# ---- block 1 ----
### Sequential cells grouped by signal name, block 1

The bar under the picture is 20 µm long. Other sequential cells in the stronger grey, the rest of the logic in the fainter grey.
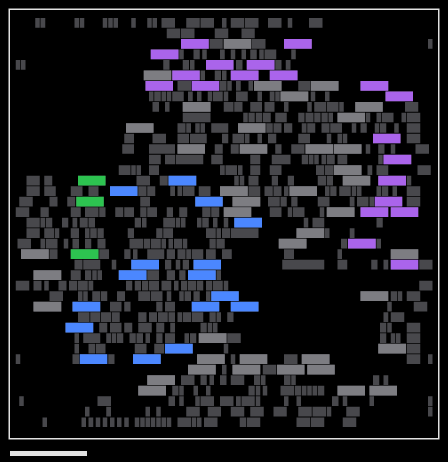

===== config.mk =====
export PLATFORM = sky130hd
export DESIGN_NAME = ov5640_cap_ctrl_flat
export DESIGN_NICKNAME = d
export VERILOG_FILES = /design/src/rtl/ov5640_cap_ctrl_if.sv /design/src/rtl/ov5640_cap_ctrl.sv /design/src/flat_wrapper.sv
export SDC_FILE = /design/constraint.sdc
export NUM_CORES = 1
export LEC_CHECK = 0
export CAP_MARGIN = 40
export CELL_PAD_IN_SITES_DETAIL_PLACEMENT = 0
export CELL_PAD_IN_SITES_GLOBAL_PLACEMENT = 1
export CORE_UTILIZATION = 35
export CTS_BUF_LIST = sky130_fd_sc_hd__clkbuf_4
export DETAILED_ROUTE_END_ITERATION = 10
export HOLD_SLACK_MARGIN = 0.08
export PLACE_DENSITY = 0.9
export SLEW_MARGIN = 20
export SYNTH_ARGS = -nofsm -noshare
export SYNTH_HDL_FRONTEND = slang
export SYNTH_SLANG_ARGS = --single-unit

===== constraint.sdc =====
create_clock -name ov5640_pclk -period 2.66 [get_ports ov5640_pclk]
set_clock_uncertainty 0.05 [all_clocks]
set_input_delay 0.532 -clock ov5640_pclk [delete_from_list [all_inputs] [get_ports ov5640_pclk]]
set_output_delay 0.532 -clock ov5640_pclk [all_outputs]
set_load 0.005 [all_outputs]

===== src/rtl/ov5640_cap_ctrl_if.sv =====
// Pixel/control/frame-buffer signal bundle for ov5640_cap_ctrl.
// The master drives sensor and control inputs; the slave (the controller) drives write and status.
interface ov5640_cap_ctrl_if #(
   parameter int unsigned ADDR_W = 20
);
   logic              ov5640_vsync;
   logic              ov5640_href;
   logic [15:0]       pix_data;
   logic              pix_vld;
   logic              cap_start;
   logic              cap_cont;
   logic              cap_stop;
   logic              rd_lock;
   logic              fb_wr_en;
   logic [ADDR_W-1:0] fb_wr_addr;
   logic [15:0]       fb_wr_data;
   logic              buf_sel;
   logic              frame_done;
   logic              busy;
   logic              ovf;
   logic [15:0]       img_width;
   logic [15:0]       img_height;
   logic [7:0]        drop_cnt;

   modport master (
      output ov5640_vsync, ov5640_href, pix_data, pix_vld,
      output cap_start, cap_cont, cap_stop, rd_lock,
      input  fb_wr_en, fb_wr_addr, fb_wr_data, buf_sel, frame_done, busy,
      input  ovf, img_width, img_height, drop_cnt
   );

   modport slave (
      input  ov5640_vsync, ov5640_href, pix_data, pix_vld,
      input  cap_start, cap_cont, cap_stop, rd_lock,
      output fb_wr_en, fb_wr_addr, fb_wr_data, buf_sel, frame_done, busy,
      output ovf, img_width, img_height, drop_cnt
   );
endinterface


===== src/rtl/ov5640_cap_ctrl.sv =====
// OV5640 frame capture controller: skip/arm/capture/commit into a ping-pong frame buffer.
// Define CAP_STATS_EN to build img_width/img_height/drop_cnt/ovf; otherwise they read 0.
module ov5640_cap_ctrl #(
   parameter int unsigned ADDR_W      = 20,
   parameter int unsigned IMG_W       = 640,
   parameter int unsigned IMG_H       = 480,
   parameter int unsigned SKIP_FRAMES = 10
) (
   input  logic             ov5640_pclk,
   input  logic             rst,
   ov5640_cap_ctrl_if.slave cap_if
);
   localparam logic [2:0] ST_IDLE   = 3'd0;
   localparam logic [2:0] ST_SKIP   = 3'd1;
   localparam logic [2:0] ST_ARM    = 3'd2;
   localparam logic [2:0] ST_CAP    = 3'd3;
   localparam logic [2:0] ST_COMMIT = 3'd4;

   localparam logic [ADDR_W-1:0] FRAME_PIX = ADDR_W'(IMG_W * IMG_H);
   localparam logic [15:0]       SKIP_N    = 16'(SKIP_FRAMES);

   logic [2:0]        r_state;
   logic [2:0]        w_state_nxt;
   logic              r_vsync_d1;
   logic              r_cont;
   logic              r_stop_pend;
   logic [15:0]       r_skip_cnt;
   logic [ADDR_W-1:0] r_pix_idx;
   logic              r_buf_sel;
   logic              r_wr_en;
   logic [ADDR_W-1:0] r_wr_addr;
   logic [15:0]       r_wr_data;

   logic w_vs_pos;
   logic w_start;
   logic w_wr_req;
   logic w_full;

   assign w_vs_pos = cap_if.ov5640_vsync & ~r_vsync_d1;
   assign w_start  = (r_state == ST_IDLE) & cap_if.cap_start;
   assign w_wr_req = (r_state == ST_CAP) & cap_if.pix_vld & cap_if.ov5640_href;
   assign w_full   = (r_pix_idx == FRAME_PIX);

   always_comb begin
      w_state_nxt = r_state;
      unique case (r_state)
         ST_IDLE: begin
            if (cap_if.cap_start) w_state_nxt = (SKIP_FRAMES == 0) ? ST_ARM : ST_SKIP;
         end
         ST_SKIP: begin
            if (cap_if.cap_stop) w_state_nxt = ST_IDLE;
            else if (w_vs_pos && (r_skip_cnt + 16'd1 == SKIP_N)) w_state_nxt = ST_ARM;
         end
         ST_ARM: begin
            if (cap_if.cap_stop) w_state_nxt = ST_IDLE;
            else if (w_vs_pos) w_state_nxt = ST_CAP;
         end
         ST_CAP: begin
            if (w_vs_pos) w_state_nxt = ST_COMMIT;
         end
         ST_COMMIT: begin
            // The vsync that ended the frame also starts the next one.
            if (!r_cont || r_stop_pend || cap_if.cap_stop) w_state_nxt = ST_IDLE;
            else w_state_nxt = ST_CAP;
         end
         default: w_state_nxt = ST_IDLE;
      endcase
   end

   always_ff @(posedge ov5640_pclk) begin
      if (rst) begin
         r_state     <= ST_IDLE;
         r_vsync_d1  <= 1'b0;
         r_cont      <= 1'b0;
         r_stop_pend <= 1'b0;
         r_skip_cnt  <= '0;
         r_pix_idx   <= '0;
         r_buf_sel   <= 1'b0;
         r_wr_en     <= 1'b0;
         r_wr_addr   <= '0;
         r_wr_data   <= '0;
      end else begin
         r_state    <= w_state_nxt;
         r_vsync_d1 <= cap_if.ov5640_vsync;
         r_wr_en    <= 1'b0;
         if (w_start) begin
            r_cont      <= cap_if.cap_cont;
            r_skip_cnt  <= '0;
            r_stop_pend <= 1'b0;
         end
         if ((r_state == ST_SKIP) && w_vs_pos) r_skip_cnt <= r_skip_cnt + 16'd1;
         if ((r_state == ST_CAP) && cap_if.cap_stop) r_stop_pend <= 1'b1;
         if ((w_state_nxt == ST_CAP) && (r_state != ST_CAP)) begin
            r_pix_idx <= '0;
         end else if (w_wr_req && !w_full) begin
            r_pix_idx <= r_pix_idx + 1'b1;
         end
         if (w_wr_req && !w_full) begin
            r_wr_en   <= 1'b1;
            r_wr_addr <= {r_buf_sel, r_pix_idx[ADDR_W-2:0]};
            r_wr_data <= cap_if.pix_data;
         end
         // A locked alternate buffer means the next frame overwrites the current one.
         if ((r_state == ST_COMMIT) && !cap_if.rd_lock) r_buf_sel <= ~r_buf_sel;
      end
   end

   assign cap_if.fb_wr_en   = r_wr_en;
   assign cap_if.fb_wr_addr = r_wr_addr;
   assign cap_if.fb_wr_data = r_wr_data;
   assign cap_if.buf_sel    = r_buf_sel;
   assign cap_if.frame_done = (r_state == ST_COMMIT);
   assign cap_if.busy       = (r_state != ST_IDLE);

`ifdef CAP_STATS_EN
   logic        r_href_d1;
   logic [15:0] r_line_w;
   logic [15:0] r_line_cnt;
   logic [15:0] r_last_w;
   logic [15:0] r_img_w;
   logic [15:0] r_img_h;
   logic [7:0]  r_drop;
   logic        r_ovf;
   logic        w_line_end;

   assign w_line_end = ~cap_if.ov5640_href & r_href_d1 & (r_line_w != 16'd0);

   always_ff @(posedge ov5640_pclk) begin
      if (rst) begin
         r_href_d1  <= 1'b0;
         r_line_w   <= '0;
         r_line_cnt <= '0;
         r_last_w   <= '0;
         r_img_w    <= '0;
         r_img_h    <= '0;
         r_drop     <= '0;
         r_ovf      <= 1'b0;
      end else begin
         r_href_d1 <= cap_if.ov5640_href;
         if (r_state == ST_COMMIT) begin
            r_img_w <= r_last_w;
            r_img_h <= r_line_cnt;
            if (cap_if.rd_lock && (r_drop != 8'hff)) r_drop <= r_drop + 8'd1;
         end
         // Line measurement restarts at every frame start; in CAP the restart waits for COMMIT.
         if ((r_state == ST_COMMIT) || (w_vs_pos && (r_state != ST_CAP))) begin
            r_line_w   <= '0;
            r_line_cnt <= '0;
            r_last_w   <= '0;
         end else if (w_line_end) begin
            if (r_line_cnt != 16'hffff) r_line_cnt <= r_line_cnt + 16'd1;
            r_last_w <= r_line_w;
            r_line_w <= '0;
         end else if (cap_if.pix_vld && cap_if.ov5640_href && (r_line_w != 16'hffff)) begin
            r_line_w <= r_line_w + 16'd1;
         end
         if (w_start) r_ovf <= 1'b0;
         else if (w_wr_req && w_full) r_ovf <= 1'b1;
      end
   end

   assign cap_if.img_width  = r_img_w;
   assign cap_if.img_height = r_img_h;
   assign cap_if.drop_cnt   = r_drop;
   assign cap_if.ovf        = r_ovf;
`else
   assign cap_if.img_width  = 16'd0;
   assign cap_if.img_height = 16'd0;
   assign cap_if.drop_cnt   = 8'd0;
   assign cap_if.ovf        = 1'b0;
`endif

endmodule


===== src/flat_wrapper.sv =====
// flat-port wrapper written by rule: the top's interface ports become plain ports
module ov5640_cap_ctrl_flat 
#(
   parameter int unsigned ADDR_W      = 20,
   parameter int unsigned IMG_W       = 640,
   parameter int unsigned IMG_H       = 480,
   parameter int unsigned SKIP_FRAMES = 10
)
  (ov5640_pclk, rst, cap_if_ov5640_vsync, cap_if_ov5640_href, cap_if_pix_data, cap_if_pix_vld, cap_if_cap_start, cap_if_cap_cont, cap_if_cap_stop, cap_if_rd_lock, cap_if_fb_wr_en, cap_if_fb_wr_addr, cap_if_fb_wr_data, cap_if_buf_sel, cap_if_frame_done, cap_if_busy, cap_if_ovf, cap_if_img_width, cap_if_img_height, cap_if_drop_cnt);
  ov5640_cap_ctrl_if #(.ADDR_W(ADDR_W)) cap_if_i ();
  input  logic ov5640_pclk;
  input  logic rst;
  input wire logic [$bits(cap_if_i.ov5640_vsync)-1:0] cap_if_ov5640_vsync;
  input wire logic [$bits(cap_if_i.ov5640_href)-1:0] cap_if_ov5640_href;
  input wire logic [$bits(cap_if_i.pix_data)-1:0] cap_if_pix_data;
  input wire logic [$bits(cap_if_i.pix_vld)-1:0] cap_if_pix_vld;
  input wire logic [$bits(cap_if_i.cap_start)-1:0] cap_if_cap_start;
  input wire logic [$bits(cap_if_i.cap_cont)-1:0] cap_if_cap_cont;
  input wire logic [$bits(cap_if_i.cap_stop)-1:0] cap_if_cap_stop;
  input wire logic [$bits(cap_if_i.rd_lock)-1:0] cap_if_rd_lock;
  output wire logic [$bits(cap_if_i.fb_wr_en)-1:0] cap_if_fb_wr_en;
  output wire logic [$bits(cap_if_i.fb_wr_addr)-1:0] cap_if_fb_wr_addr;
  output wire logic [$bits(cap_if_i.fb_wr_data)-1:0] cap_if_fb_wr_data;
  output wire logic [$bits(cap_if_i.buf_sel)-1:0] cap_if_buf_sel;
  output wire logic [$bits(cap_if_i.frame_done)-1:0] cap_if_frame_done;
  output wire logic [$bits(cap_if_i.busy)-1:0] cap_if_busy;
  output wire logic [$bits(cap_if_i.ovf)-1:0] cap_if_ovf;
  output wire logic [$bits(cap_if_i.img_width)-1:0] cap_if_img_width;
  output wire logic [$bits(cap_if_i.img_height)-1:0] cap_if_img_height;
  output wire logic [$bits(cap_if_i.drop_cnt)-1:0] cap_if_drop_cnt;
  assign cap_if_i.ov5640_vsync = cap_if_ov5640_vsync;
  assign cap_if_i.ov5640_href = cap_if_ov5640_href;
  assign cap_if_i.pix_data = cap_if_pix_data;
  assign cap_if_i.pix_vld = cap_if_pix_vld;
  assign cap_if_i.cap_start = cap_if_cap_start;
  assign cap_if_i.cap_cont = cap_if_cap_cont;
  assign cap_if_i.cap_stop = cap_if_cap_stop;
  assign cap_if_i.rd_lock = cap_if_rd_lock;
  assign cap_if_fb_wr_en = cap_if_i.fb_wr_en;
  assign cap_if_fb_wr_addr = cap_if_i.fb_wr_addr;
  assign cap_if_fb_wr_data = cap_if_i.fb_wr_data;
  assign cap_if_buf_sel = cap_if_i.buf_sel;
  assign cap_if_frame_done = cap_if_i.frame_done;
  assign cap_if_busy = cap_if_i.busy;
  assign cap_if_ovf = cap_if_i.ovf;
  assign cap_if_img_width = cap_if_i.img_width;
  assign cap_if_img_height = cap_if_i.img_height;
  assign cap_if_drop_cnt = cap_if_i.drop_cnt;
  ov5640_cap_ctrl #(.ADDR_W(ADDR_W), .IMG_W(IMG_W), .IMG_H(IMG_H), .SKIP_FRAMES(SKIP_FRAMES)) u_core (.ov5640_pclk(ov5640_pclk), .rst(rst), .cap_if(cap_if_i));
endmodule

# ---- block 2 ----
$ cat src/rtl/phase_countdown_timer.sv
// ---------------------------------------------------------------------------
// phase_countdown_timer
//
// Programmable seconds countdown timer for the traffic-light phase FSM.
// A prescaler divides clk down to one-second "second edges". The seconds
// counter (remaining) is loaded from dur_sec on start. It is decremented on
// each second edge, and it expires on the second edge where it holds 1.
// In periodic mode it reloads the latched duration on that same edge, so
// there is no dead cycle between periods.
//
// Parameters
//   CLK_FREQ   clk cycles per second (>= 1)
//   SEC_W      width of the duration / remaining fields in seconds
//
// Ports
//   clk        in   1      system clock
//   rst        in   1      synchronous, active-high reset
//   start      in   1      load dur_sec / periodic and begin counting
//   dur_sec    in   SEC_W  duration in seconds, sampled with start
//   periodic   in   1      sampled with start: 1 = auto-reload on expiry
//   pause      in   1      level: freeze prescaler and remaining
//   abort      in   1      cancel the count without a done pulse
//   busy       out  1      1 while counting or paused
//   done       out  1      one-cycle pulse on expiry
//   tick       out  1      one-cycle pulse at each elapsed second
//   remaining  out  SEC_W  whole seconds left, 0 when idle
//
// Per-edge priority: rst > abort > start > pause > count.
// All outputs are registered.
// ---------------------------------------------------------------------------
module phase_countdown_timer #(
  parameter int CLK_FREQ = 10,
  parameter int SEC_W    = 8
) (
  input  logic             clk,
  input  logic             rst,
  input  logic             start,
  input  logic [SEC_W-1:0] dur_sec,
  input  logic             periodic,
  input  logic             pause,
  input  logic             abort,
  output logic             busy,
  output logic             done,
  output logic             tick,
  output logic [SEC_W-1:0] remaining
);

  // A CLK_FREQ of 1 still gets a 1-bit prescaler. The prescaler then sits at
  // 0, so every counting edge is a second edge.
  localparam int PW = (CLK_FREQ > 1) ? $clog2(CLK_FREQ) : 1;

  localparam logic [PW-1:0]    PRESC_LAST = PW'(CLK_FREQ - 1);
  localparam logic [PW-1:0]    PRESC_ZERO = {PW{1'b0}};
  localparam logic [PW-1:0]    PRESC_ONE  = PW'(1'b1);
  localparam logic [SEC_W-1:0] SEC_ZERO   = {SEC_W{1'b0}};
  localparam logic [SEC_W-1:0] SEC_ONE    = SEC_W'(1'b1);

  typedef enum logic [1:0] {
    ST_IDLE   = 2'd0,
    ST_RUN    = 2'd1,
    ST_PAUSED = 2'd2
  } state_t;

  state_t           state_r;
  state_t           state_s;
  logic [PW-1:0]    presc_r;
  logic [PW-1:0]    presc_s;
  logic [SEC_W-1:0] dur_r;
  logic [SEC_W-1:0] dur_s;
  logic             periodic_r;
  logic             periodic_s;
  logic [SEC_W-1:0] remaining_s;
  logic             busy_s;
  logic             done_s;
  logic             tick_s;

  // Next-state and next-output logic for the whole timer.
  always_comb begin
    state_s     = state_r;
    presc_s     = presc_r;
    dur_s       = dur_r;
    periodic_s  = periodic_r;
    remaining_s = remaining;
    done_s      = 1'b0;
    tick_s      = 1'b0;

    if (abort) begin
      // A cancelled count never reports completion, even on its expiry edge.
      state_s     = ST_IDLE;
      presc_s     = PRESC_ZERO;
      remaining_s = SEC_ZERO;
    end else if (start) begin
      presc_s = PRESC_ZERO;
      if (dur_sec == SEC_ZERO) begin
        // A zero-length request completes immediately and never reloads.
        state_s     = ST_IDLE;
        remaining_s = SEC_ZERO;
        done_s      = 1'b1;
      end else begin
        remaining_s = dur_sec;
        dur_s       = dur_sec;
        periodic_s  = periodic;
        if (pause) begin
          state_s = ST_PAUSED;
        end else begin
          state_s = ST_RUN;
        end
      end
    end else begin
      case (state_r)
        ST_IDLE: begin
          state_s = ST_IDLE;
        end
        ST_RUN, ST_PAUSED: begin
          if (pause) begin
            // Hold everything. tick stays at its default of 0.
            state_s = ST_PAUSED;
          end else begin
            // When leaving PAUSED, counting resumes on this same edge.
            state_s = ST_RUN;
            if (presc_r == PRESC_LAST) begin
              presc_s = PRESC_ZERO;
              tick_s  = 1'b1;
              if (remaining == SEC_ONE) begin
                done_s = 1'b1;
                if (periodic_r) begin
                  remaining_s = dur_r;
                end else begin
                  state_s     = ST_IDLE;
                  remaining_s = SEC_ZERO;
                end
              end else begin
                remaining_s = remaining - SEC_ONE;
              end
            end else begin
              presc_s = presc_r + PRESC_ONE;
            end
          end
        end
        default: begin
          state_s     = ST_IDLE;
          presc_s     = PRESC_ZERO;
          remaining_s = SEC_ZERO;
        end
      endcase
    end

    busy_s = (state_s != ST_IDLE);
  end

  // State, counter and output registers with synchronous reset.
  always_ff @(posedge clk) begin
    if (rst) begin
      state_r    <= ST_IDLE;
      presc_r    <= PRESC_ZERO;
      dur_r      <= SEC_ZERO;
      periodic_r <= 1'b0;
      remaining  <= SEC_ZERO;
      busy       <= 1'b0;
      done       <= 1'b0;
      tick       <= 1'b0;
    end else begin
      state_r    <= state_s;
      presc_r    <= presc_s;
      dur_r      <= dur_s;
      periodic_r <= periodic_s;
      remaining  <= remaining_s;
      busy       <= busy_s;
      done       <= done_s;
      tick       <= tick_s;
    end
  end

endmodule

$ cat config.mk
export PLATFORM = sky130hd
export DESIGN_NAME = phase_countdown_timer
export DESIGN_NICKNAME = d
export VERILOG_FILES = /design/src/rtl/phase_countdown_timer.sv
export SDC_FILE = /design/constraint.sdc
export NUM_CORES = 1
export LEC_CHECK = 0
export ABC_AREA = 1
export CELL_PAD_IN_SITES_DETAIL_PLACEMENT = 0
export CELL_PAD_IN_SITES_GLOBAL_PLACEMENT = 1
export CORE_MARGIN = 4
export CORE_UTILIZATION = 33
export CTS_CLUSTER_SIZE = 24
export DETAILED_ROUTE_END_ITERATION = 12
export PLACE_DENSITY = 0.72
export SYNTH_ARGS = -nofsm -noshare
export SYNTH_HDL_FRONTEND = slang
export SYNTH_SLANG_ARGS = --single-unit
$ cat constraint.sdc
create_clock -name clk -period 1.3 [get_ports clk]
set_input_delay 0.13 -clock clk [delete_from_list [all_inputs] [get_ports clk]]
set_output_delay 0.13 -clock clk [all_outputs]
set_load 0.02 [all_outputs]
# ---- block 3 ----
===== config.mk =====
export PLATFORM = sky130hd
export DESIGN_NAME = ahb_apb_bridge
export DESIGN_NICKNAME = d
export VERILOG_FILES = /design/src/rtl/ahb_apb_bridge.sv
export SDC_FILE = /design/constraint.sdc
export NUM_CORES = 1
export LEC_CHECK = 0
export CAP_MARGIN = 20
export CORE_ASPECT_RATIO = 0.6
export CORE_MARGIN = 2
export CORE_UTILIZATION = 39
export DETAILED_ROUTE_END_ITERATION = 12
export PLACE_DENSITY = 0.85
export SETUP_SLACK_MARGIN = 0.15
export SKIP_CTS_REPAIR_TIMING = 1
export SLEW_MARGIN = 20
export SYNTH_ARGS = -nofsm -noshare
export SYNTH_HDL_FRONTEND = slang
export SYNTH_SLANG_ARGS = --single-unit

===== constraint.sdc =====
create_clock -name HCLK -period 1.7 [get_ports HCLK]
set_clock_uncertainty 0.2 [all_clocks]
set_input_delay 0.34 -clock HCLK [delete_from_list [all_inputs] [get_ports HCLK]]
set_output_delay 0.34 -clock HCLK [all_outputs]
set_load 0.01 [all_outputs]

===== src/rtl/ahb_apb_bridge.sv =====
// AHB-Lite responder that replays every accepted AHB beat as one APB4 transfer.
// Define AHB_APB_TIMEOUT_EN to enable the ACCESS-phase watchdog (TIMEOUT_CYCLES).
module ahb_apb_bridge #(
  parameter int unsigned DATA_WIDTH     = 32,
  parameter int unsigned ADDRESS_WIDTH  = 32,
  parameter int unsigned TIMEOUT_CYCLES = 256
) (
  input  logic                      HCLK,
  input  logic                      HRESET,
  input  logic                      HSELx,
  input  logic [ADDRESS_WIDTH-1:0]  HADDR,
  input  logic                      HWRITE,
  input  logic [2:0]                HSIZE,
  input  logic [1:0]                HTRANS,
  input  logic [3:0]                HPROT,
  input  logic                      HREADY,
  input  logic [DATA_WIDTH-1:0]     HWDATA,
  output logic [DATA_WIDTH-1:0]     HRDATA,
  output logic                      HREADYOUT,
  output logic                      HRESP,
  output logic [ADDRESS_WIDTH-1:0]  PADDR,
  output logic                      PWRITE,
  output logic                      PSEL,
  output logic                      PENABLE,
  output logic [DATA_WIDTH-1:0]     PWDATA,
  output logic [DATA_WIDTH/8-1:0]   PSTRB,
  output logic [2:0]                PPROT,
  input  logic [DATA_WIDTH-1:0]     PRDATA,
  input  logic                      PREADY,
  input  logic                      PSLVERR
);

  localparam int unsigned STRB_W = DATA_WIDTH / 8;

  typedef enum logic [2:0] {
    ST_IDLE,
    ST_WDAT,
    ST_SETUP,
    ST_ACCESS,
    ST_ERR1,
    ST_ERR2
  } state_t;

  state_t            state;
  state_t            state_nxt;
  logic [2:0]        size_q;
  logic              accept_c;
  logic              illegal_c;
  logic              timeout_c;
  logic [STRB_W-1:0] strb_c;
  logic              unused_bits;

  // HTRANS[0] only separates NONSEQ/SEQ and BUSY/IDLE, which are treated alike here.
  assign unused_bits = ^{HTRANS[0], HPROT[3:2]};

  assign accept_c  = HSELx & HREADY & HTRANS[1] &
                     ((state == ST_IDLE) | (state == ST_ERR2));
  assign illegal_c = (HSIZE > 3'd2) |
                     ((HSIZE == 3'd1) & HADDR[0]) |
                     ((HSIZE == 3'd2) & (HADDR[1:0] != 2'b00));

  // Byte-lane strobes from the latched size and low address bits.
  always_comb begin
    strb_c = '1;
    case (size_q)
      3'd0:    strb_c = STRB_W'(1) << PADDR[1:0];
      3'd1:    strb_c = STRB_W'(3) << {PADDR[1], 1'b0};
      default: strb_c = '1;
    endcase
  end

`ifdef AHB_APB_TIMEOUT_EN
  localparam int unsigned CNT_W = $clog2(TIMEOUT_CYCLES + 1);

  logic [CNT_W-1:0] tmo_cnt;

  // Counts ACCESS cycles with PREADY low; cleared while in SETUP, i.e. on ACCESS entry.
  always_ff @(posedge HCLK) begin
    if (HRESET) begin
      tmo_cnt <= '0;
    end else if (state == ST_SETUP) begin
      tmo_cnt <= '0;
    end else if ((state == ST_ACCESS) && !PREADY) begin
      tmo_cnt <= tmo_cnt + CNT_W'(1);
    end
  end

  assign timeout_c = (state == ST_ACCESS) && !PREADY &&
                     (tmo_cnt == CNT_W'(TIMEOUT_CYCLES - 1));
`else
  logic unused_timeout;

  assign unused_timeout = (TIMEOUT_CYCLES == 0);
  assign timeout_c      = 1'b0;
`endif

  // Next-state logic.
  always_comb begin
    state_nxt = state;
    case (state)
      ST_IDLE, ST_ERR2: begin
        if (accept_c) begin
          if (illegal_c)   state_nxt = ST_ERR1;
          else if (HWRITE) state_nxt = ST_WDAT;
          else             state_nxt = ST_SETUP;
        end else begin
          state_nxt = ST_IDLE;
        end
      end
      ST_WDAT:  state_nxt = ST_SETUP;
      ST_SETUP: state_nxt = ST_ACCESS;
      ST_ACCESS: begin
        if (PREADY)         state_nxt = PSLVERR ? ST_ERR1 : ST_IDLE;
        else if (timeout_c) state_nxt = ST_ERR1;
      end
      ST_ERR1:  state_nxt = ST_ERR2;
      default:  state_nxt = ST_IDLE;
    endcase
  end

  // State register and registered bus outputs.
  always_ff @(posedge HCLK) begin
    if (HRESET) begin
      state     <= ST_IDLE;
      size_q    <= 3'd0;
      HRDATA    <= '0;
      HREADYOUT <= 1'b1;
      HRESP     <= 1'b0;
      PADDR     <= '0;
      PWRITE    <= 1'b0;
      PSEL      <= 1'b0;
      PENABLE   <= 1'b0;
      PWDATA    <= '0;
      PSTRB     <= '0;
      PPROT     <= 3'b000;
    end else begin
      state     <= state_nxt;
      HREADYOUT <= (state_nxt == ST_IDLE) || (state_nxt == ST_ERR2);
      HRESP     <= (state_nxt == ST_ERR1) || (state_nxt == ST_ERR2);
      PSEL      <= (state_nxt == ST_SETUP) || (state_nxt == ST_ACCESS);
      PENABLE   <= (state_nxt == ST_ACCESS);

      // Illegal transfers leave the APB side untouched.
      if (accept_c && !illegal_c) begin
        PADDR  <= HADDR;
        PWRITE <= HWRITE;
        PPROT  <= {~HPROT[0], 1'b0, HPROT[1]};
        PSTRB  <= '0;
        size_q <= HSIZE;
      end

      if (state == ST_WDAT) begin
        PWDATA <= HWDATA;
        PSTRB  <= strb_c;
      end

      if ((state == ST_ACCESS) && PREADY && !PSLVERR && !PWRITE) begin
        HRDATA <= PRDATA;
      end else if (timeout_c) begin
        HRDATA <= '0;
      end
    end
  end

endmodule


# ---- block 4 ----
## config.mk

```make
export PLATFORM = sky130hd
export DESIGN_NAME = univ_shift_reg
export DESIGN_NICKNAME = d
export VERILOG_FILES = /design/src/rtl/usr_pkg.sv /design/src/rtl/usr_shift_step.sv /design/src/rtl/univ_shift_reg.sv
export SDC_FILE = /design/constraint.sdc
export NUM_CORES = 1
export LEC_CHECK = 0
export CAP_MARGIN = 20
export CORE_ASPECT_RATIO = 0.7
export CORE_MARGIN = 1.5
export CORE_UTILIZATION = 35
export CTS_CLUSTER_SIZE = 28
export DETAILED_ROUTE_END_ITERATION = 16
export PLACE_DENSITY = 0.79
export SLEW_MARGIN = 15
export SYNTH_ARGS = -nofsm -noshare
export SYNTH_HDL_FRONTEND = slang
export SYNTH_SLANG_ARGS = --single-unit
```

## constraint.sdc

```tcl
create_clock -name clk -period 1.2 [get_ports clk]
set_input_delay 0.24 -clock clk [delete_from_list [all_inputs] [get_ports clk]]
set_output_delay 0.24 -clock clk [all_outputs]
set_load 0.03 [all_outputs]
```

## src/rtl/usr_pkg.sv

```systemverilog
// Shared types and helpers for the universal shift register: mode and burst-state
// encodings, plus the test for modes that a burst may repeat.
package usr_pkg;

    typedef enum logic [2:0] {
        HOLD  = 3'd0,
        SHR   = 3'd1,
        SHL   = 3'd2,
        LOAD  = 3'd3,
        ROR   = 3'd4,
        ROL   = 3'd5,
        ASR   = 3'd6,
        HOLD7 = 3'd7
    } usr_mode_t;

    typedef enum logic [1:0] {
        IDLE = 2'd0,
        RUN  = 2'd1,
        DONE = 2'd2
    } usr_state_t;

    // Hold and load are not meaningful to repeat, so they never start a burst.
    function automatic logic is_shift_mode(input usr_mode_t mode);
        return (mode == SHR) || (mode == SHL) || (mode == ROR) ||
               (mode == ROL) || (mode == ASR);
    endfunction

endpackage

```

## src/rtl/usr_shift_step.sv

```systemverilog
// Combinational single-step next-value function of the shift register; the one
// place where the meaning of every mode is defined.
module usr_shift_step
    import usr_pkg::*;
#(
    parameter int WIDTH = 8
) (
    input  logic [WIDTH-1:0] q_i,
    input  usr_mode_t        mode_i,
    input  logic             sl_i,
    input  logic             sr_i,
    input  logic [WIDTH-1:0] par_in_i,
    output logic [WIDTH-1:0] q_o
);

    always_comb begin
        q_o = q_i;
        case (mode_i)
            SHR:     q_o = {sl_i, q_i[WIDTH-1:1]};
            SHL:     q_o = {q_i[WIDTH-2:0], sr_i};
            LOAD:    q_o = par_in_i;
            ROR:     q_o = {q_i[0], q_i[WIDTH-1:1]};
            ROL:     q_o = {q_i[WIDTH-2:0], q_i[WIDTH-1]};
            ASR:     q_o = {q_i[WIDTH-1], q_i[WIDTH-1:1]};
            default: q_o = q_i;
        endcase
    end

endmodule

```

## src/rtl/univ_shift_reg.sv

```systemverilog
// Parametrised universal shift register, updated on the falling clock edge.
// Define USR_BURST_EN to build the multi-position burst engine (start/shamt/busy/done).
module univ_shift_reg
    import usr_pkg::*;
#(
    parameter  int WIDTH = 8,
    localparam int CNT_W = $clog2(WIDTH + 1)
) (
    input  logic             clk,
    input  logic             rst_n,
    input  logic [2:0]       m,
    input  logic             sl,
    input  logic             sr,
    input  logic [WIDTH-1:0] par_in,
    input  logic             start,
    input  logic [CNT_W-1:0] shamt,
    output logic [WIDTH-1:0] par_out,
    output logic             so_msb,
    output logic             so_lsb,
    output logic             busy,
    output logic             done
);

    generate
        if (WIDTH < 2) begin : g_width_chk
            $error("univ_shift_reg: WIDTH must be at least 2");
        end
    endgenerate

    logic [WIDTH-1:0] q_q, q_d;
    usr_mode_t        m_mode;
    usr_mode_t        step_mode;

    assign m_mode = usr_mode_t'(m);

    usr_shift_step #(.WIDTH(WIDTH)) u_step (
        .q_i      (q_q),
        .mode_i   (step_mode),
        .sl_i     (sl),
        .sr_i     (sr),
        .par_in_i (par_in),
        .q_o      (q_d)
    );

    always_ff @(negedge clk) begin
        if (!rst_n) begin
            q_q <= '0;
        end else begin
            q_q <= q_d;
        end
    end

`ifdef USR_BURST_EN
    usr_state_t       state_q, state_d;
    usr_mode_t        bmode_q, bmode_d;
    logic [CNT_W-1:0] cnt_q, cnt_d;

    always_ff @(negedge clk) begin
        if (!rst_n) begin
            state_q <= IDLE;
            bmode_q <= HOLD;
            cnt_q   <= '0;
        end else begin
            state_q <= state_d;
            bmode_q <= bmode_d;
            cnt_q   <= cnt_d;
        end
    end

    always_comb begin
        state_d   = state_q;
        bmode_d   = bmode_q;
        cnt_d     = cnt_q;
        step_mode = m_mode;
        case (state_q)
            IDLE: begin
                // The accepting edge only latches the request; shifting starts next edge.
                if (start && is_shift_mode(m_mode)) begin
                    bmode_d   = m_mode;
                    cnt_d     = shamt;
                    step_mode = HOLD;
                    state_d   = (shamt != '0) ? RUN : DONE;
                end
            end
            RUN: begin
                step_mode = bmode_q;
                cnt_d     = cnt_q - CNT_W'(1);
                if (cnt_q == CNT_W'(1)) begin
                    state_d = DONE;
                end
            end
            DONE: begin
                step_mode = HOLD;
                state_d   = IDLE;
            end
            default: begin
                step_mode = HOLD;
                state_d   = IDLE;
            end
        endcase
    end

    assign busy = (state_q != IDLE);
    assign done = (state_q == DONE);
`else
    logic unused_burst_inputs;

    assign unused_burst_inputs = ^{start, shamt};
    assign step_mode           = m_mode;
    assign busy                = 1'b0;
    assign done                = 1'b0;
`endif

    assign par_out = q_q;
    assign so_msb  = q_q[WIDTH-1];
    assign so_lsb  = q_q[0];

endmodule

```


==> notes/layouts.md <==
Pictures saved along the way, in no particular order.

Placement density heat map.
(a)
The bar under the picture is 50 µm long. 14 x 8 tiles, from dark purple (low) to yellow (high), 0 to 100% covered.
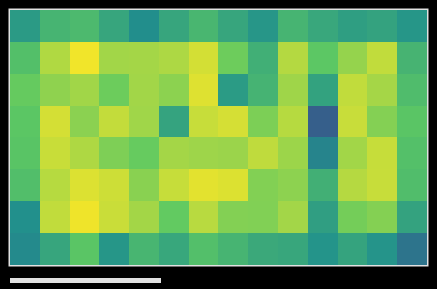
(b)
The bar under the picture is 20 µm long. 8 x 8 tiles, from dark purple (low) to yellow (high), 0 to 100% covered.
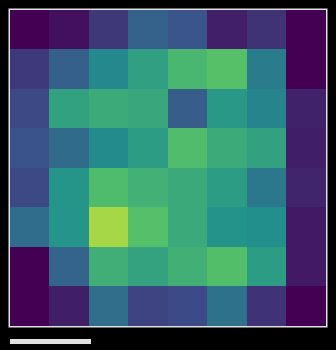
(c)
The bar under the picture is 20 µm long. 11 x 11 tiles, from dark purple (low) to yellow (high), 0 to 100% covered.
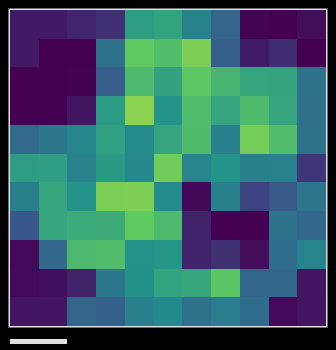
(d)
The bar under the picture is 20 µm long. 11 x 8 tiles, from dark purple (low) to yellow (high), 0 to 100% covered.
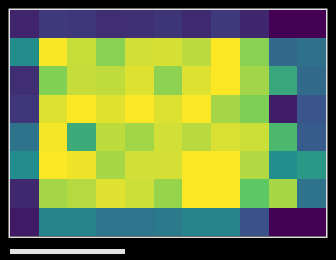
(a): block 3
(d): block 4
(c): block 1
(b): block 2
Of these, lowest utilization: (c)
Of these, smallest die: (d)

Key to (c):
nearly empty tiles: 11%
tiles over 75% full: 6.6%
fullest tile: 82%
densest ninth of the die: top middle
mean over tiles: 38%

### Routed metal per tile, block 1

22 x 22 tiles, from dark purple (low) to yellow (high), scaled to the fullest tile. Values are wire area over tile area, all layers added.
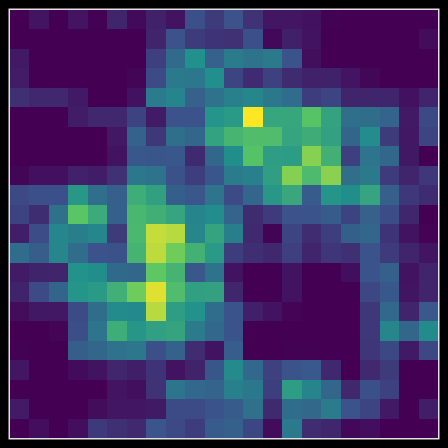
densest ninth of the die: middle
nearly empty tiles: 24%
mean over tiles: 0.11
emptiest ninth of the die: top left
fullest tile: 0.51
tiles over half the peak: 13%

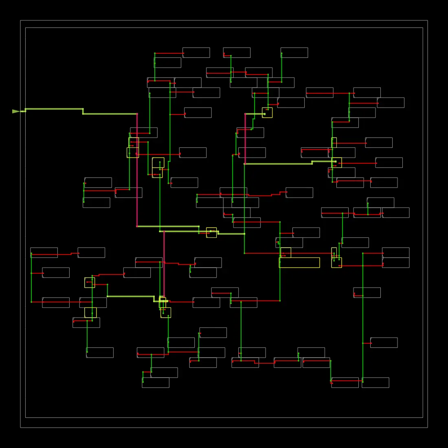
*Clock routing, block 1*
count of clock-net buffers in the final layout: 9
number of CTS-inserted buffers: 9

About 'Sequential cells grouped by signal name' of block 1:
[blue] u_core.r_skip_cnt | placed flops: 16
[purple] u_core.cap_if.fb_wr_addr | placed flops: 20
[green] u_core.r_state | placed flops: 3

==> flow_results.xml, block 1 <==
<?xml version="1.0" encoding="UTF-8"?>
<metrics>
  <group name="place">
    <metric name="gpl.final_weighted_congestion" unit="">0.844</metric>
  </group>
  <group name="final_layout">
    <metric name="flow.area_growth_from_synthesis" unit="%">16.3</metric>
    <metric name="drive_gt1_frac" unit="">0.0851</metric>
  </group>
  <group name="status">
    <metric name="result_of_the_run" unit="">completed</metric>
  </group>
  <group name="final_timing">
    <metric name="timing_hold_violations_final" unit="">0</metric>
  </group>
  <group name="pwr">
    <metric name="share_clk_of_total_power" unit="">0.352</metric>
    <metric name="clk-power" unit="W">0.000722</metric>
    <metric name="p_leak" unit="nW">1.63</metric>
  </group>
  <group name="floorplan">
    <metric name="chip_area" unit="µm²">12300</metric>
  </group>
  <group name="drt">
    <metric name="met2RoutedLength" unit="mm">4.17</metric>
    <metric name="top_signal_layer_used" unit="">met4</metric>
    <metric name="detailed_router_iteration_count_before_antenna_repair" unit="">5</metric>
    <metric name="wire_length_on_met3" unit="µm">399</metric>
  </group>
  <group name="cts">
    <metric name="cts_tree" unit="">yes</metric>
    <metric name="cts_max_level" unit="">3</metric>
    <metric name="clock_latency_on_the_worst_skew_pair" unit="ns">0.44</metric>
  </group>
  <group name="yosys">
    <metric name="yosysSeqAreaShare" unit="">0.387</metric>
  </group>
  <group name="critical_path">
    <metric name="crit_fanout" unit="">10</metric>
  </group>
</metrics>
## block 1: worst reg2reg max path, cell delays in order, from the launching register on
cell and delay [ns]:
sky130_fd_sc_hd__dfxtp_1 0.52, sky130_fd_sc_hd__nand4_1 0.22, sky130_fd_sc_hd__buf_4 0.21, sky130_fd_sc_hd__nor4_1 0.46
sky130_fd_sc_hd__a21oi_1 0.17, sky130_fd_sc_hd__or4_1 0.57, sky130_fd_sc_hd__o2bb2ai_1 0.14
## block 1: routing by layer
metal	GRT usage	vias up
met5	0	-
met2	0.248	77
met3	0.0421	8
li1	-	1783
met4	0.0427	0
met1	0.190	1610
## block 1: cell type report
cell class | count | area, µm²
fill | 1170 | 6650
multi-input combinational | 394 | 2090
sequential | 80 | 1600
timing repair buffer | 79 | 786
tap | 143 | 179
clock inverter | 7 | 68.8
clock buffer | 9 | 67.6
inverter | 7 | 26.3
## block 1: logic make-up (layout without fill, tap and decap cells)
family          after synthesis  after routing  synth area share
other cells                   1             41          0.000905
fa+ha+maj                     5              5            0.0145
buf+inv                      86            102             0.145
flops                        80             80             0.387
mux                           4              4           0.00967
simple gates                230            230             0.262
compound gates               91             91             0.133
xor+xnor                     23             23            0.0486
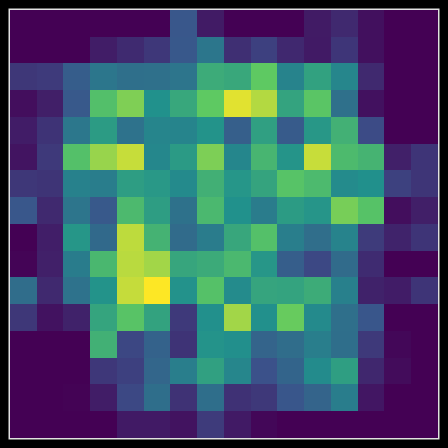
*Routed metal per tile, block 2*
16 x 16 tiles, from dark purple (low) to yellow (high), scaled to the fullest tile. Values are wire area over tile area, all layers added.
fullest tile: 0.35
tiles over half the peak: 28%
nearly empty tiles: 21%
densest ninth of the die: middle
mean over tiles: 0.11

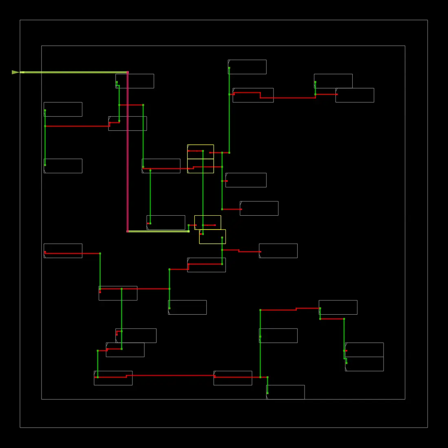
*Clock routing, block 2*
clock latency on the worst-skew pair: 0.27 ns
count of clock-net buffers in the final layout: 4
clock network power consumption: 0.000538 W
final setup skew: 0.00678 ns

==> flow_results.xml, block 2 <==
<?xml version="1.0" encoding="UTF-8"?>
<metrics>
  <group name="critical_path">
    <metric name="critPathTopFamily" unit="">flip-flops</metric>
    <metric name="crit_slowest_cell" unit="">sky130_fd_sc_hd__dfxtp_2</metric>
    <metric name="path_depth" unit="">9</metric>
  </group>
  <group name="status">
    <metric name="violations" unit="">setup timing</metric>
    <metric name="result_of_the_run" unit="">finished with violations</metric>
  </group>
  <group name="yosys">
    <metric name="synth_cell_area" unit="µm²">1640</metric>
    <metric name="synth.yosys.num_cells" unit="">269</metric>
    <metric name="ys.warnings.count" unit="">0</metric>
    <metric name="yosys.stat.chipArea" unit="µm²">1640</metric>
  </group>
  <group name="job">
    <metric name="max-cap-violations" unit="">0</metric>
  </group>
  <group name="final_layout">
    <metric name="area.share.sequential" unit="">0.219</metric>
    <metric name="multi_input_gate_share_of_total_cell_area" unit="">0.394</metric>
    <metric name="layout.nets" unit="">352</metric>
  </group>
  <group name="final_timing">
    <metric name="max-slew-margin-rel" unit="">0.809</metric>
    <metric name="final-setup-viol-count" unit="">15</metric>
    <metric name="layout_setup_ws" unit="ns">-0.111</metric>
    <metric name="layout_worst_path_cycle_share" unit="">1.09</metric>
  </group>
  <group name="cts">
    <metric name="post_cts_resized" unit="">17</metric>
    <metric name="cts_tree" unit="">yes</metric>
  </group>
</metrics>
block 2: state kept, by name (all words and copies together), names as in the netlist:
signal      cells
done            1
remaining       8
tick            1
periodic_r      1
dur_r           8
busy            1
presc_r         4
state_r         2
block 2: cells by family after synthesis:
kind of cell / after synthesis / synth area share
compound gates: 24 / 0.0842
xor+xnor: 1 / 0.00536
fa+ha+maj: 5 / 0.0383
buf+inv: 69 / 0.165
flops: 26 / 0.318
simple gates: 144 / 0.389
block 2: power breakdown:
part / leakage (nW) / internal [W] / switching (W) / total [W]
logic: 0.969 / 0.000205 / 0.000247 / 0.000452
registers: 0.214 / 0.000829 / 0.0000229 / 0.000852
clock network: 0.0288 / 0.000271 / 0.000268 / 0.000538
total: 1.21 / 0.00131 / 0.000538 / 0.00184
block 2: layer usage:
metal / wire length [µm] / share of wire / track usage / vias to the layer above
met1: 2160 / 0.49 / 0.202 / 741
met4: 30 / 0.0068 / 0.0315 / 0
met3: 138 / 0.031 / 0.0183 / 2
met5: 0 / 0 / 0 / -
li1: - / - / - / 945
met2: 2060 / 0.47 / 0.280 / 18
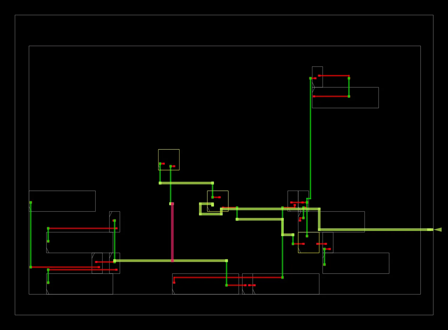
*Clock routing, block 4*
num sequential: 8
final setup skew: 0.0188 ns

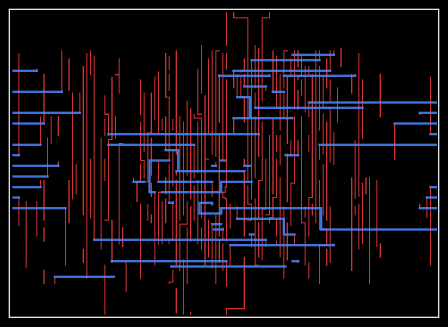
*Wiring by layer, block 4*
Only two layers are drawn.
[red] met2 | wire length: 1320 µm
[blue] met3 | wire length: 359 µm

==> flow_results.xml, block 4 <==
<?xml version="1.0" encoding="UTF-8"?>
<metrics>
  <group name="yosys">
    <metric name="netlist_logic_family_top" unit="">AND-OR/OR-AND gates</metric>
    <metric name="adder_share" unit="">0</metric>
  </group>
  <group name="place">
    <metric name="dp_hpwl" unit="mm">1.52</metric>
  </group>
  <group name="global_routing">
    <metric name="grt_max_degree" unit="">10</metric>
    <metric name="groute.layer.met3.usage" unit="">0.118</metric>
    <metric name="grt_overflow" unit="">0</metric>
  </group>
  <group name="pwr">
    <metric name="p_int" unit="W">0.000755</metric>
    <metric name="top_power_group" unit="">combinational logic</metric>
    <metric name="design_power_total" unit="W">0.00126</metric>
  </group>
  <group name="critical_path">
    <metric name="cp-end-kind" unit="">register</metric>
    <metric name="cp-startpoint" unit="">m[0]</metric>
  </group>
  <group name="status">
    <metric name="violations" unit="">setup timing</metric>
    <metric name="result_of_the_run" unit="">finished with violations</metric>
  </group>
  <group name="final_layout">
    <metric name="layout.nets" unit="">158</metric>
    <metric name="number_of_inverters_outside_the_clock_class_in_the_layout" unit="">3</metric>
    <metric name="stdcell_area" unit="µm²">1390</metric>
  </group>
  <group name="final_timing">
    <metric name="layout_setup_ws" unit="ns">-0.476</metric>
    <metric name="final-setup-viol-count" unit="">18</metric>
  </group>
  <group name="cts">
    <metric name="cts.sink_count" unit="">8</metric>
    <metric name="cts_max_level" unit="">1</metric>
  </group>
</metrics>
-- block 4: synthesized netlist by cell type, drive strengths merged --
cell type / n / share of area
inv: 4 / 0.023
xor2: 1 / 0.013
mux2: 2 / 0.034
clkbuf: 1 / 0.0075
and4: 1 / 0.013
or2b: 2 / 0.023
nand2b: 1 / 0.0094
a31oi: 1 / 0.0094
dfxtp: 8 / 0.24
a21oi: 10 / 0.075
a2111oi: 2 / 0.036
nor2b: 1 / 0.0094
nor3b: 1 / 0.011
or3b: 1 / 0.013
o221a: 5 / 0.085
a311oi: 1 / 0.013
o21a: 1 / 0.011
conb: 1 / 0.0057
and2: 1 / 0.013
a221o: 1 / 0.015
and3: 1 / 0.0094
nand2: 2 / 0.011
buf: 10 / 0.12
and4b: 1 / 0.015
or3: 1 / 0.0094
mux2i: 2 / 0.030
nand3b: 2 / 0.023
nor2: 4 / 0.023
a221oi: 1 / 0.013
o21ai: 4 / 0.030
nand3: 1 / 0.0075
a22o: 2 / 0.026
nor4: 2 / 0.019
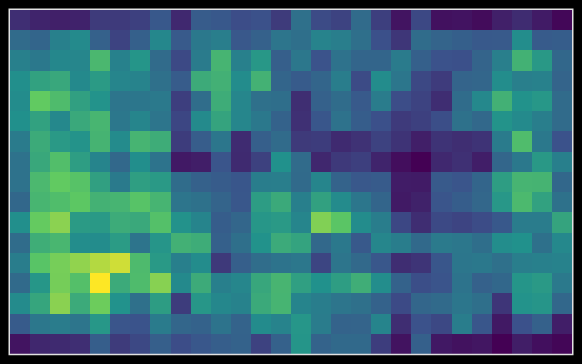
*Routed metal per tile, block 3*
28 x 17 tiles, from dark purple (low) to yellow (high), scaled to the fullest tile. Values are wire area over tile area, all layers added.
fullest tile: 0.66
mean over tiles: 0.25
densest ninth of the die: left middle
tiles over half the peak: 25%

==> flow_results.xml, block 3 <==
<?xml version="1.0" encoding="UTF-8"?>
<metrics>
  <group name="final_timing">
    <metric name="layout_setup_ws" unit="ns">-0.280</metric>
    <metric name="final-setup-viol-count" unit="">45</metric>
    <metric name="slew_violations" unit="">0</metric>
  </group>
  <group name="yosys">
    <metric name="synth.yosys.num_cells" unit="">508</metric>
    <metric name="floorplan.nets" unit="">620</metric>
    <metric name="post_synth_num_cell_types" unit="">34</metric>
  </group>
  <group name="status">
    <metric name="violations" unit="">setup timing</metric>
    <metric name="result_of_the_run" unit="">finished with violations</metric>
  </group>
  <group name="pwr">
    <metric name="vdd_drop_max" unit="V">0.000952</metric>
  </group>
  <group name="critical_path">
    <metric name="timing.critical_path.slowest_cell_delay" unit="ns">0.34</metric>
    <metric name="worstSetupPathType" unit="">register to register</metric>
  </group>
  <group name="global_routing">
    <metric name="use_met1" unit="">0.262</metric>
    <metric name="grt_overflow" unit="">0</metric>
  </group>
  <group name="drt">
    <metric name="totalWireLength" unit="mm">18.3</metric>
  </group>
  <group name="final_layout">
    <metric name="count_of_clock_net_buffers_in_the_final_layout" unit="">22</metric>
    <metric name="final-seq-area" unit="µm²">2270</metric>
    <metric name="layout.area.top_class" unit="">buffers</metric>
    <metric name="number_of_non_clock_buffers" unit="">261</metric>
  </group>
</metrics>
==> block 3: logic make-up (layout without fill, tap and decap cells) <==
kind of cell           Yosys count  count (layout)  share of synthesized area
AND-OR/OR-AND                   90              90                      0.112
AND/OR/NAND/NOR                232             233                      0.224
multiplexers                    31              31                     0.0737
buffers and inverters           40             292                     0.0499
other                            1               1                   0.000890
XOR/XNOR                         1               1                    0.00208
flip-flops                     113             113                      0.537
==> block 3: placed cells by master, fill, tap and decap left out, drive strengths merged, types with 2 or more instances in the layout <==
cell | Yosys | layout
a21oi | 70 | 70
nor3 | 3 | 3
nor2b | 2 | 2
and2 | 2 | 2
nand4 | 6 | 6
dfxtp | 113 | 113
nand3 | 5 | 5
inv | 3 | 3
clkbuf | 20 | 35
or3b | 1 | 2
o21ai | 14 | 14
nor2 | 7 | 7
o2bb2ai | 2 | 2
clkdlybuf4s50 | 0 | 105
dlymetal6s2s | 0 | 107
clkinv | 0 | 2
nor3b | 2 | 2
buf | 17 | 36
nand2 | 200 | 200
bufinv | 0 | 4
mux2i | 31 | 31
==> block 3: sequential cells by signal (all words and copies together), names as in the netlist, 2 cells and up <==
name	cells
HRDATA	32
PADDR	32
PWDATA	32
PSTRB	4
size_q	3
state	3
PPROT	2


==> gallery <==
Wiring by layer.
Only two layers are drawn.
image #1
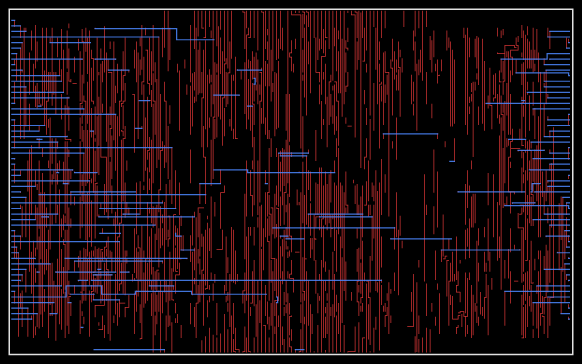
image #2
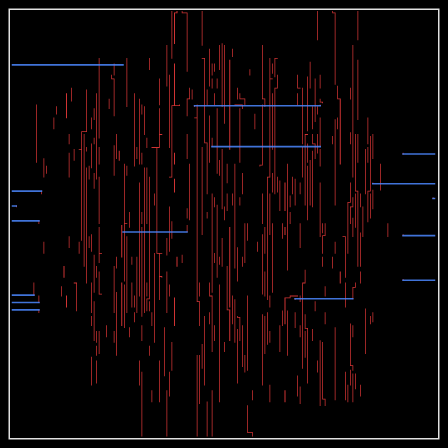
image #3
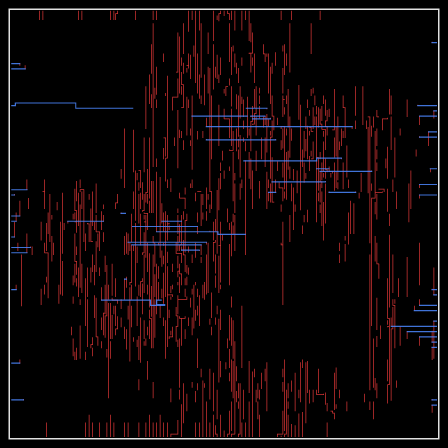
image #2: block 2
image #3: block 1
image #1: block 3
The one with the most wire is image #1.
The one with the least wire is image #2.

Key to image #3:
[red] met2 | wire length: 4170 µm
[blue] met3 | wire length: 400 µm

Power figures rest on the tool's default switching activity, not on a simulated workload.
